# design 1

### Wires at chosen ports, followed through buffers, design 1

Scale bar: 20 um.
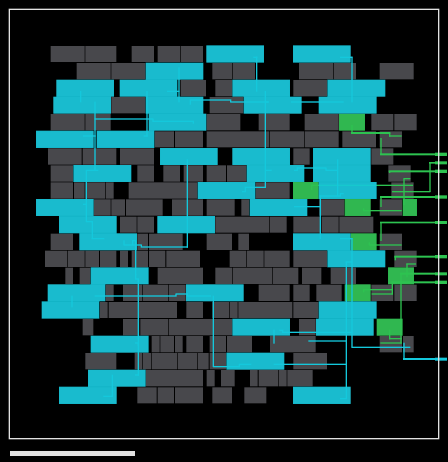

<file path="config.mk">
export PLATFORM = sky130hd
export DESIGN_NAME = spi_slave_rx_tx_flat
export DESIGN_NICKNAME = d
export VERILOG_FILES = /design/src/rtl/spi_slave_rx_tx_if.sv /design/src/rtl/spi_slave_rx_tx.sv /design/src/flat_wrapper.sv
export SDC_FILE = /design/constraint.sdc
export NUM_CORES = 1
export LEC_CHECK = 0
export ABC_CLOCK_PERIOD_IN_PS = 1700
export CAP_MARGIN = 30
export CORE_MARGIN = 3
export CORE_UTILIZATION = 48
export CTS_CLUSTER_DIAMETER = 60
export DETAILED_ROUTE_END_ITERATION = 8
export PLACE_DENSITY = 0.8
export SLEW_MARGIN = 20
export SYNTH_ARGS = -nofsm -noshare
export SYNTH_HDL_FRONTEND = slang
export SYNTH_SLANG_ARGS = --single-unit
</file>
<file path="constraint.sdc">
create_clock -name clk -period 1.7 [get_ports clk]
set_input_delay 0.425 -clock clk [delete_from_list [all_inputs] [get_ports clk]]
set_output_delay 0.425 -clock clk [all_outputs]
set_load 0.01 [all_outputs]
</file>
<file path="src/rtl/spi_slave_rx_tx_if.sv">
// SPI pin group plus the command/read-data bus shared with the single-port RAM.
// Latency: none, wiring only.
// Backpressure: none; rx_valid and tx_valid are single-cycle strobes.
`timescale 1ns/1ps
interface spi_slave_rx_tx_if #(
  parameter int RX_W = 10,
  parameter int TX_W = 8
);
  logic            SS_n;
  logic            MOSI;
  logic            MISO;
  logic [RX_W-1:0] rx_data;
  logic            rx_valid;
  logic [TX_W-1:0] tx_data;
  logic            tx_valid;

  // Seen from the serial front end.
  modport slave (
    input  SS_n, MOSI, tx_data, tx_valid,
    output MISO, rx_data, rx_valid
  );

  // Seen from the SPI master and the RAM side together.
  modport master (
    output SS_n, MOSI, tx_data, tx_valid,
    input  MISO, rx_data, rx_valid
  );
endinterface

</file>
<file path="src/rtl/spi_slave_rx_tx.sv">
// SPI slave: deserialises MOSI frames into RX_W-bit RAM commands and serialises read-data replies onto MISO.
// Latency: rx_valid on the 12th sampled edge of a frame; the first MISO bit is on the edge that samples tx_valid.
// Backpressure: none; SS_n high aborts at once, and the read-data reply waits indefinitely for tx_valid.
`timescale 1ns/1ps
module spi_slave_rx_tx #(
  parameter int RX_W = 10,
  parameter int TX_W = 8
) (
  input  logic              clk,
  input  logic              rst_n,
  spi_slave_rx_tx_if.slave  bus
);

  localparam int CNT_W = $clog2(RX_W + 1);
  localparam int TXC_W = $clog2(TX_W);
  localparam logic [CNT_W-1:0] LAST_BIT = CNT_W'(RX_W - 1);
  localparam logic [CNT_W-1:0] FULL     = CNT_W'(RX_W);
  localparam logic [TXC_W-1:0] TX_LAST  = TXC_W'(TX_W - 1);

  typedef enum logic [2:0] {
    IDLE,
    CHK_CMD,
    WRITE,
    READ_ADD,
    READ_DATA
  } state_t;

  state_t           state;
  state_t           state_nxt;
  logic [CNT_W-1:0] bit_cnt;
  logic [RX_W-2:0]  rx_sr;      // the final bit goes straight into rx_word
  logic [RX_W-1:0]  rx_word;
  logic             rx_strobe;
  logic [TX_W-1:0]  tx_sr;      // reply bits still to be sent, MSB next
  logic [TXC_W-1:0] tx_cnt;
  logic             tx_busy;
  logic             tx_done;    // at most one reply per read-data frame
  logic             rd_addr_seen;
  logic             miso;
  logic             shift_state;

  assign shift_state = (state == WRITE) || (state == READ_ADD) || (state == READ_DATA);

  // State register.
  always_ff @(posedge clk or negedge rst_n) begin
    if (!rst_n) state <= IDLE;
    else        state <= state_nxt;
  end

  // Next state: the select bit and rd_addr_seen choose the frame type; SS_n high returns to IDLE.
  always_comb begin
    state_nxt = state;
    case (state)
      IDLE: begin
        if (!bus.SS_n) state_nxt = CHK_CMD;
      end
      CHK_CMD: begin
        if (bus.SS_n)          state_nxt = IDLE;
        else if (!bus.MOSI)    state_nxt = WRITE;
        else if (!rd_addr_seen) state_nxt = READ_ADD;
        else                   state_nxt = READ_DATA;
      end
      default: begin
        if (bus.SS_n) state_nxt = IDLE;
      end
    endcase
  end

  // Shift-in of the command word, then the MISO reply in READ_DATA.
  always_ff @(posedge clk or negedge rst_n) begin
    if (!rst_n) begin
      bit_cnt      <= '0;
      rx_sr        <= '0;
      rx_word      <= '0;
      rx_strobe    <= 1'b0;
      tx_sr        <= '0;
      tx_cnt       <= '0;
      tx_busy      <= 1'b0;
      tx_done      <= 1'b0;
      rd_addr_seen <= 1'b0;
      miso         <= 1'b0;
    end else begin
      rx_strobe <= 1'b0;
      if (!shift_state || bus.SS_n) begin
        // Outside a frame, or aborting one: partial words and replies are dropped.
        bit_cnt <= '0;
        tx_cnt  <= '0;
        tx_busy <= 1'b0;
        tx_done <= 1'b0;
        miso    <= 1'b0;
      end else if (bit_cnt != FULL) begin
        rx_sr   <= {rx_sr[RX_W-3:0], bus.MOSI};
        bit_cnt <= bit_cnt + 1'b1;
        if (bit_cnt == LAST_BIT) begin
          rx_word   <= {rx_sr, bus.MOSI};
          rx_strobe <= 1'b1;
          if (state == READ_ADD) rd_addr_seen <= 1'b1;
        end
      end else if (state == READ_DATA && !tx_done) begin
        if (tx_busy) begin
          if (tx_cnt == TX_LAST) begin
            miso         <= 1'b0;
            tx_busy      <= 1'b0;
            tx_done      <= 1'b1;
            rd_addr_seen <= 1'b0;
          end else begin
            miso   <= tx_sr[TX_W-1];
            tx_sr  <= {tx_sr[TX_W-2:0], 1'b0};
            tx_cnt <= tx_cnt + 1'b1;
          end
        end else if (bus.tx_valid) begin
          // The MSB goes out on the same edge that captures the RAM data.
          miso    <= bus.tx_data[TX_W-1];
          tx_sr   <= {bus.tx_data[TX_W-2:0], 1'b0};
          tx_cnt  <= '0;
          tx_busy <= 1'b1;
        end
      end
    end
  end

  assign bus.MISO     = miso;
  assign bus.rx_data  = rx_word;
  assign bus.rx_valid = rx_strobe;

endmodule

</file>
<file path="src/flat_wrapper.sv">
// flat-port wrapper written by rule: the top's interface ports become plain ports
module spi_slave_rx_tx_flat 
#(
  parameter int RX_W = 10,
  parameter int TX_W = 8
)
  (clk, rst_n, bus_SS_n, bus_MOSI, bus_tx_data, bus_tx_valid, bus_MISO, bus_rx_data, bus_rx_valid);
  spi_slave_rx_tx_if #(.RX_W(RX_W), .TX_W(TX_W)) bus_i ();
  input  logic clk;
  input  logic rst_n;
  input wire logic [$bits(bus_i.SS_n)-1:0] bus_SS_n;
  input wire logic [$bits(bus_i.MOSI)-1:0] bus_MOSI;
  input wire logic [$bits(bus_i.tx_data)-1:0] bus_tx_data;
  input wire logic [$bits(bus_i.tx_valid)-1:0] bus_tx_valid;
  output wire logic [$bits(bus_i.MISO)-1:0] bus_MISO;
  output wire logic [$bits(bus_i.rx_data)-1:0] bus_rx_data;
  output wire logic [$bits(bus_i.rx_valid)-1:0] bus_rx_valid;
  assign bus_i.SS_n = bus_SS_n;
  assign bus_i.MOSI = bus_MOSI;
  assign bus_i.tx_data = bus_tx_data;
  assign bus_i.tx_valid = bus_tx_valid;
  assign bus_MISO = bus_i.MISO;
  assign bus_rx_data = bus_i.rx_data;
  assign bus_rx_valid = bus_i.rx_valid;
  spi_slave_rx_tx #(.RX_W(RX_W), .TX_W(TX_W)) u_core (.clk(clk), .rst_n(rst_n), .bus(bus_i));
endmodule
</file>
# design 2

$ cat config.mk
export PLATFORM = sky130hd
export DESIGN_NAME = ec_control_unit
export DESIGN_NICKNAME = d
export VERILOG_FILES = /design/src/rtl/ec_control_unit.sv
export SDC_FILE = /design/constraint.sdc
export NUM_CORES = 1
export LEC_CHECK = 0
export ABC_CLOCK_PERIOD_IN_PS = 2200
export CORE_MARGIN = 10
export CORE_UTILIZATION = 35
export DETAILED_ROUTE_END_ITERATION = 7
export PLACE_DENSITY_LB_ADDON = 0.08
export SETUP_SLACK_MARGIN = 0.5
export SYNTH_ARGS = -nofsm -noshare
export SYNTH_HDL_FRONTEND = slang
export SYNTH_SLANG_ARGS = --single-unit
$ cat constraint.sdc
create_clock -name Clock -period 2.2 [get_ports Clock]
set_input_delay 0.44 -clock Clock [delete_from_list [all_inputs] [get_ports Clock]]
set_output_delay 0.44 -clock Clock [all_outputs]
set_load 0.005 [all_outputs]
$ cat src/rtl/ec_control_unit.sv
// Sequencing FSM for the 8-bit accumulator datapath: start/fetch/decode/execute,
// with IN stalled on Enter, HALT absorbing, and a retired-instruction counter.
module ec_control_unit #(
  parameter int COUNT_WIDTH = 8
) (
  input  logic                   Clock,
  input  logic                   Reset,
  input  logic [2:0]             IR,
  input  logic                   Aeq0,
  input  logic                   Apos,
  input  logic                   Enter,
  output logic                   IRload,
  output logic                   JMPmux,
  output logic                   PCload,
  output logic                   Meminst,
  output logic                   MemWr,
  output logic [1:0]             Asel,
  output logic                   Aload,
  output logic                   Sub,
  output logic                   Halt,
  output logic [3:0]             State,
  output logic [COUNT_WIDTH-1:0] InstrCount
);

  typedef enum logic [3:0] {
    S_START  = 4'd0,
    S_FETCH  = 4'd1,
    S_DECODE = 4'd2,
    S_LOAD   = 4'd8,
    S_STORE  = 4'd9,
    S_ADD    = 4'd10,
    S_SUB    = 4'd11,
    S_IN     = 4'd12,
    S_JZ     = 4'd13,
    S_JPOS   = 4'd14,
    S_HALT   = 4'd15
  } state_t;

  state_t                 r_state;
  state_t                 w_next;
  logic                   w_retire;
  logic [COUNT_WIDTH-1:0] r_count;
  logic                   r_irload, r_jmpmux, r_pcload, r_meminst, r_memwr;
  logic                   r_aload, r_sub, r_halt;
  logic [1:0]             r_asel;

  always_comb begin
    w_next = r_state;
    case (r_state)
      S_START:  w_next = S_FETCH;
      S_FETCH:  w_next = S_DECODE;
      S_DECODE: w_next = state_t'({1'b1, IR});
      S_IN:     w_next = Enter ? S_START : S_IN;
      S_HALT:   w_next = S_HALT;
      default:  w_next = S_START;
    endcase
  end

  assign w_retire = r_state[3] && (r_state != S_HALT) && (w_next == S_START);

  // Moore outputs are registered from the next state so they line up with r_state.
  always_ff @(posedge Clock) begin
    if (Reset) begin
      r_state   <= S_START;
      r_count   <= '0;
      r_irload  <= 1'b0;
      r_jmpmux  <= 1'b0;
      r_pcload  <= 1'b0;
      r_meminst <= 1'b0;
      r_memwr   <= 1'b0;
      r_asel    <= 2'b00;
      r_aload   <= 1'b0;
      r_sub     <= 1'b0;
      r_halt    <= 1'b0;
    end else begin
      r_state <= w_next;
      if (w_retire) r_count <= r_count + COUNT_WIDTH'(1);
      r_irload  <= 1'b0;
      r_jmpmux  <= 1'b0;
      r_pcload  <= 1'b0;
      r_meminst <= 1'b0;
      r_memwr   <= 1'b0;
      r_asel    <= 2'b00;
      r_aload   <= 1'b0;
      r_sub     <= 1'b0;
      r_halt    <= 1'b0;
      case (w_next)
        S_FETCH:  begin r_irload <= 1'b1; r_pcload <= 1'b1; end
        S_DECODE: r_meminst <= 1'b1;
        S_LOAD:   begin r_aload <= 1'b1; r_asel <= 2'b10; end
        S_STORE:  begin r_meminst <= 1'b1; r_memwr <= 1'b1; end
        S_ADD:    r_aload <= 1'b1;
        S_SUB:    begin r_aload <= 1'b1; r_sub <= 1'b1; end
        S_IN:     r_asel <= 2'b01;
        S_JZ:     r_jmpmux <= 1'b1;
        S_JPOS:   r_jmpmux <= 1'b1;
        S_HALT:   r_halt <= 1'b1;
        default:  ;
      endcase
    end
  end

  // Mealy terms: A loads on the Enter cycle of IN, PC loads on a taken jump.
  assign Aload      = r_aload | ((r_state == S_IN) & Enter);
  assign PCload     = r_pcload | ((r_state == S_JZ) & Aeq0) | ((r_state == S_JPOS) & Apos);
  assign IRload     = r_irload;
  assign JMPmux     = r_jmpmux;
  assign Meminst    = r_meminst;
  assign MemWr      = r_memwr;
  assign Asel       = r_asel;
  assign Sub        = r_sub;
  assign Halt       = r_halt;
  assign State      = r_state;
  assign InstrCount = r_count;

endmodule

### Cells coloured by class, design 1

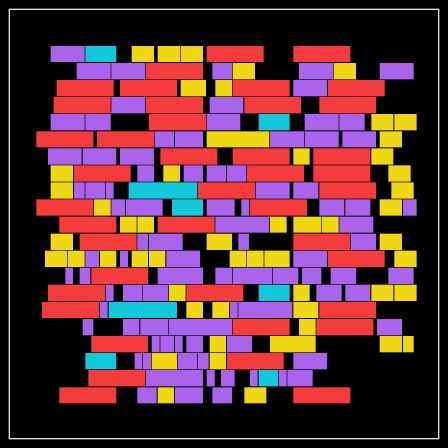
Key: yellow = remaining buffers and delay cells [cells 53, share of their area 19%]; cyan = clock drivers and dummy loads [cells 8, share of their area 5.2%]; purple = combinational and other logic [cells 89, share of their area 36%]; red = sequential cells [cells 41, share of their area 39%]
Finished Core Util: 76.3%
Seq area share: 38.2%

About 'Wires at chosen ports, followed through buffers' of design 1:
Key: cyan = `rst_n` [bits 1, direction input, edge right, end cells 41, buffers 2, wire 331 um]; green = `bus_tx_data` [bits 8, direction input, edge right, end cells 8, buffers 8, wire 144 um]
Ports: 25
port bufs: 24

==> summary.txt, design 1 <==
Implementation status.

- The flow ran to the end, but the final reports show violations.
- The checks that failed: negative setup slack.
- In this run, the number of DRC markers left after iteration 0 of detailed routing was 73.
- The multi-input combinational cells in the finished layout cover a total of 947 um^2.
- The count of final setup violators is 33.
- The number of antenna violations at the first check in global routing is 0.
- The worst register-to-register path depth is 8.
- The worst setup margin is -0.227 ns.
- The top cell type by total area after synthesis is sky130_fd_sc_hd__dfrtp_1.
- The final layout contains 208 nets.
- The leftover overflow at the end of global routing is 0.
- The post-synthesis cell count is 133.
- The number of gates resized after cts is 12.
- The static leakage is 1.26 nW.
- The async set-reset flop share out of synthesis is 100%.
-- design 1: final cells by class --
class                           count  area share (%)
Sequential cell                    41            38.2
Multi-Input combinational cell     86            35.3
Timing Repair Buffer               53            18.9
Clock buffer                        5            2.56
Clock inverter                      3            2.56
Tap cell                           46            2.14
Inverter                            3           0.419
-- design 1: logic make-up after synthesis --
family | count (synthesis)
AND/OR/NAND/NOR | 28
AND-OR/OR-AND | 15
XOR/XNOR | 3
multiplexers | 34
flip-flops | 41
adder cells (fa/ha/maj) | 5
buffers and inverters | 7
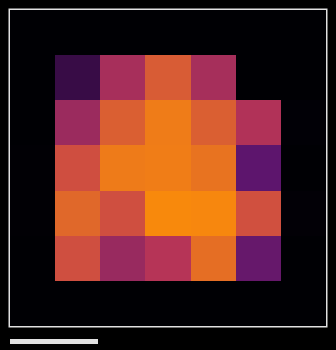
*Cell area per tile, design 2*
Scale bar: 20 um. The die is cut into 7 by 7 equal tiles; black is low, pale yellow is high, 0 to 100% covered.
The densest ninth of the die: middle. 51% of the tiles are nearly empty. The fullest tile reaches 74%. The emptiest ninth of the die: top right. The mean over all tiles is 27%.

==> summary.txt, design 2 <==
Implementation status.

- The run finished with clean final reports.
- The initialized floorplan defines 18 standard-cell rows.
- The worst setup path is launched from a flop.
- The adder-cell area share of the yosys netlist is 1.31%.
- The via count is 909.
- The cell family contributing the most delay on the critical path is flip-flops.
- Global routing used 12.0% of the available met1 tracks.
- In the synthesized netlist, the dominant kind of combinational cell is simple AND/OR/NAND/NOR gates.
- Per the CTS log, the buffer count on the longest clock path is 2.
- Total power for the finished layout comes to 0.749 mW.
- The register with the most flip-flops in the layout has 8 of them.
- After routing the design area is 1430 um^2.
- The later pin in the worst-skew pair is clocked with a latency of 0.30 ns.
- Counting flops with an async set or reset pin after synthesis yields a share of 0%.
- The clock net sink count is 21.
- The post-synthesis cell count is 109.
- The largest vdd supply drop is 0.000365 V.
- The switching part of the total is 26.6%.
- The number of antenna violations at the first check in global routing is 0.
- Listed in order, past its start point the critical path passes buf_8 > nor2b_2 > a21oi_1 > o21bai_1 > buf_2.
- Of the post-synthesis cell area, the part taken by muxes is 2.23%.
- The floorplan die height is 72.2 um.
- The power consumed by sequential cells is 0.405 mW.
- Per the TritonCTS log, the buffer count is 3.
- The global-route met2 utilization is 14.2%.
- The number of port buffers is 29.
- The count of endpoints failing hold in the final timing report is 0.
- The synthesized netlist net count is 118.
- The placement-stage cell area is 1300 um^2.
- The number of nets in the finished design is 160.
- The ratio of total power to cell area is 525 nW/um^2.
- Setup slack on the worst path after placement came out at -0.00861 ns.
- The post-synth count of flops with an enable pin is 0.
- The tool warning count is 28.
- The first TritonRoute pass finished after 4 iterations.
- Leaving out buffers and inverters, the combinational logic in the layout accounts for 512 um^2.
- After clock tree synthesis, the setup repair step added 4 buffers.
- The script logs the mean routed wire length per placed instance as 14.2 um.
- The final design was reported to hold multi-input combinational gates totalling 79.
- The biggest area consumer among cell classes is logic gates.
- The reg-to-reg endpoint is InstrCount[6].
- The sequential group share of total power is 54.1%.
- Each instance of the synthesized netlist takes up on average 8.76 um^2.
[design 2: how the worst max path moves through the flow]
stage	from	cells after the start	endpoint
after floorplan	State[2]	6	InstrCount[7]
after global placement	Apos	5	PCload
after detailed placement	Apos	5	PCload
after CTS	Apos	5	PCload
after global routing	State[1]	6	PCload
final	State[1]	5	PCload
[design 2: worst min-delay path, stage by stage, from the launching register on]
cell and delay (ns):
sky130_fd_sc_hd__dfxtp_1 0.35, sky130_fd_sc_hd__o31ai_1 0.07, sky130_fd_sc_hd__a21oi_1 0.05


==> screenshots <==
Track usage over the die.
picture 1
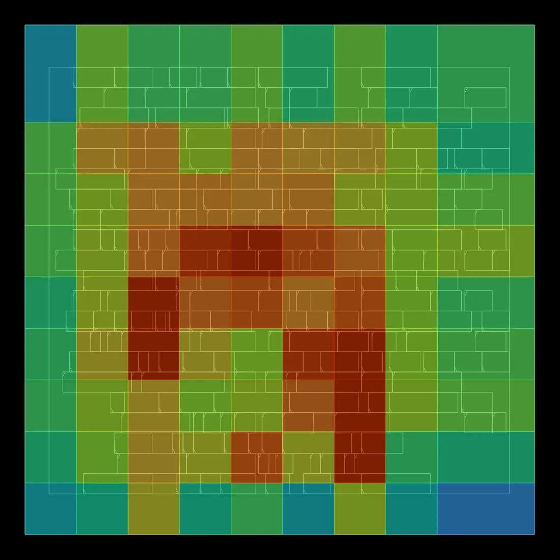
picture 2
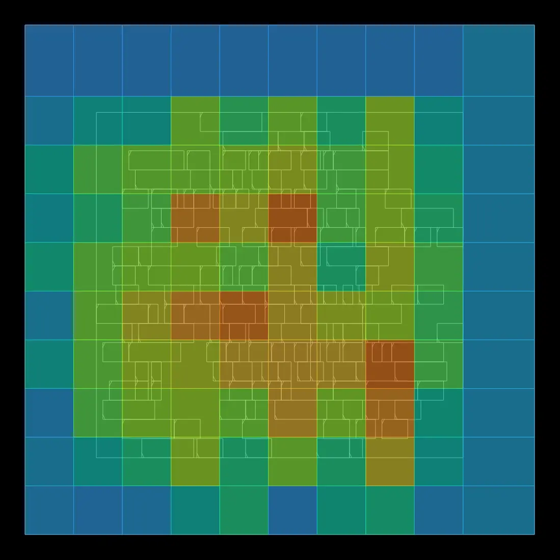
Of these, highest utilization: picture 1
Design 2 is picture 2.
Design 1 is picture 1.

Power figures rest on the tool's default switching activity, not on a simulated workload.
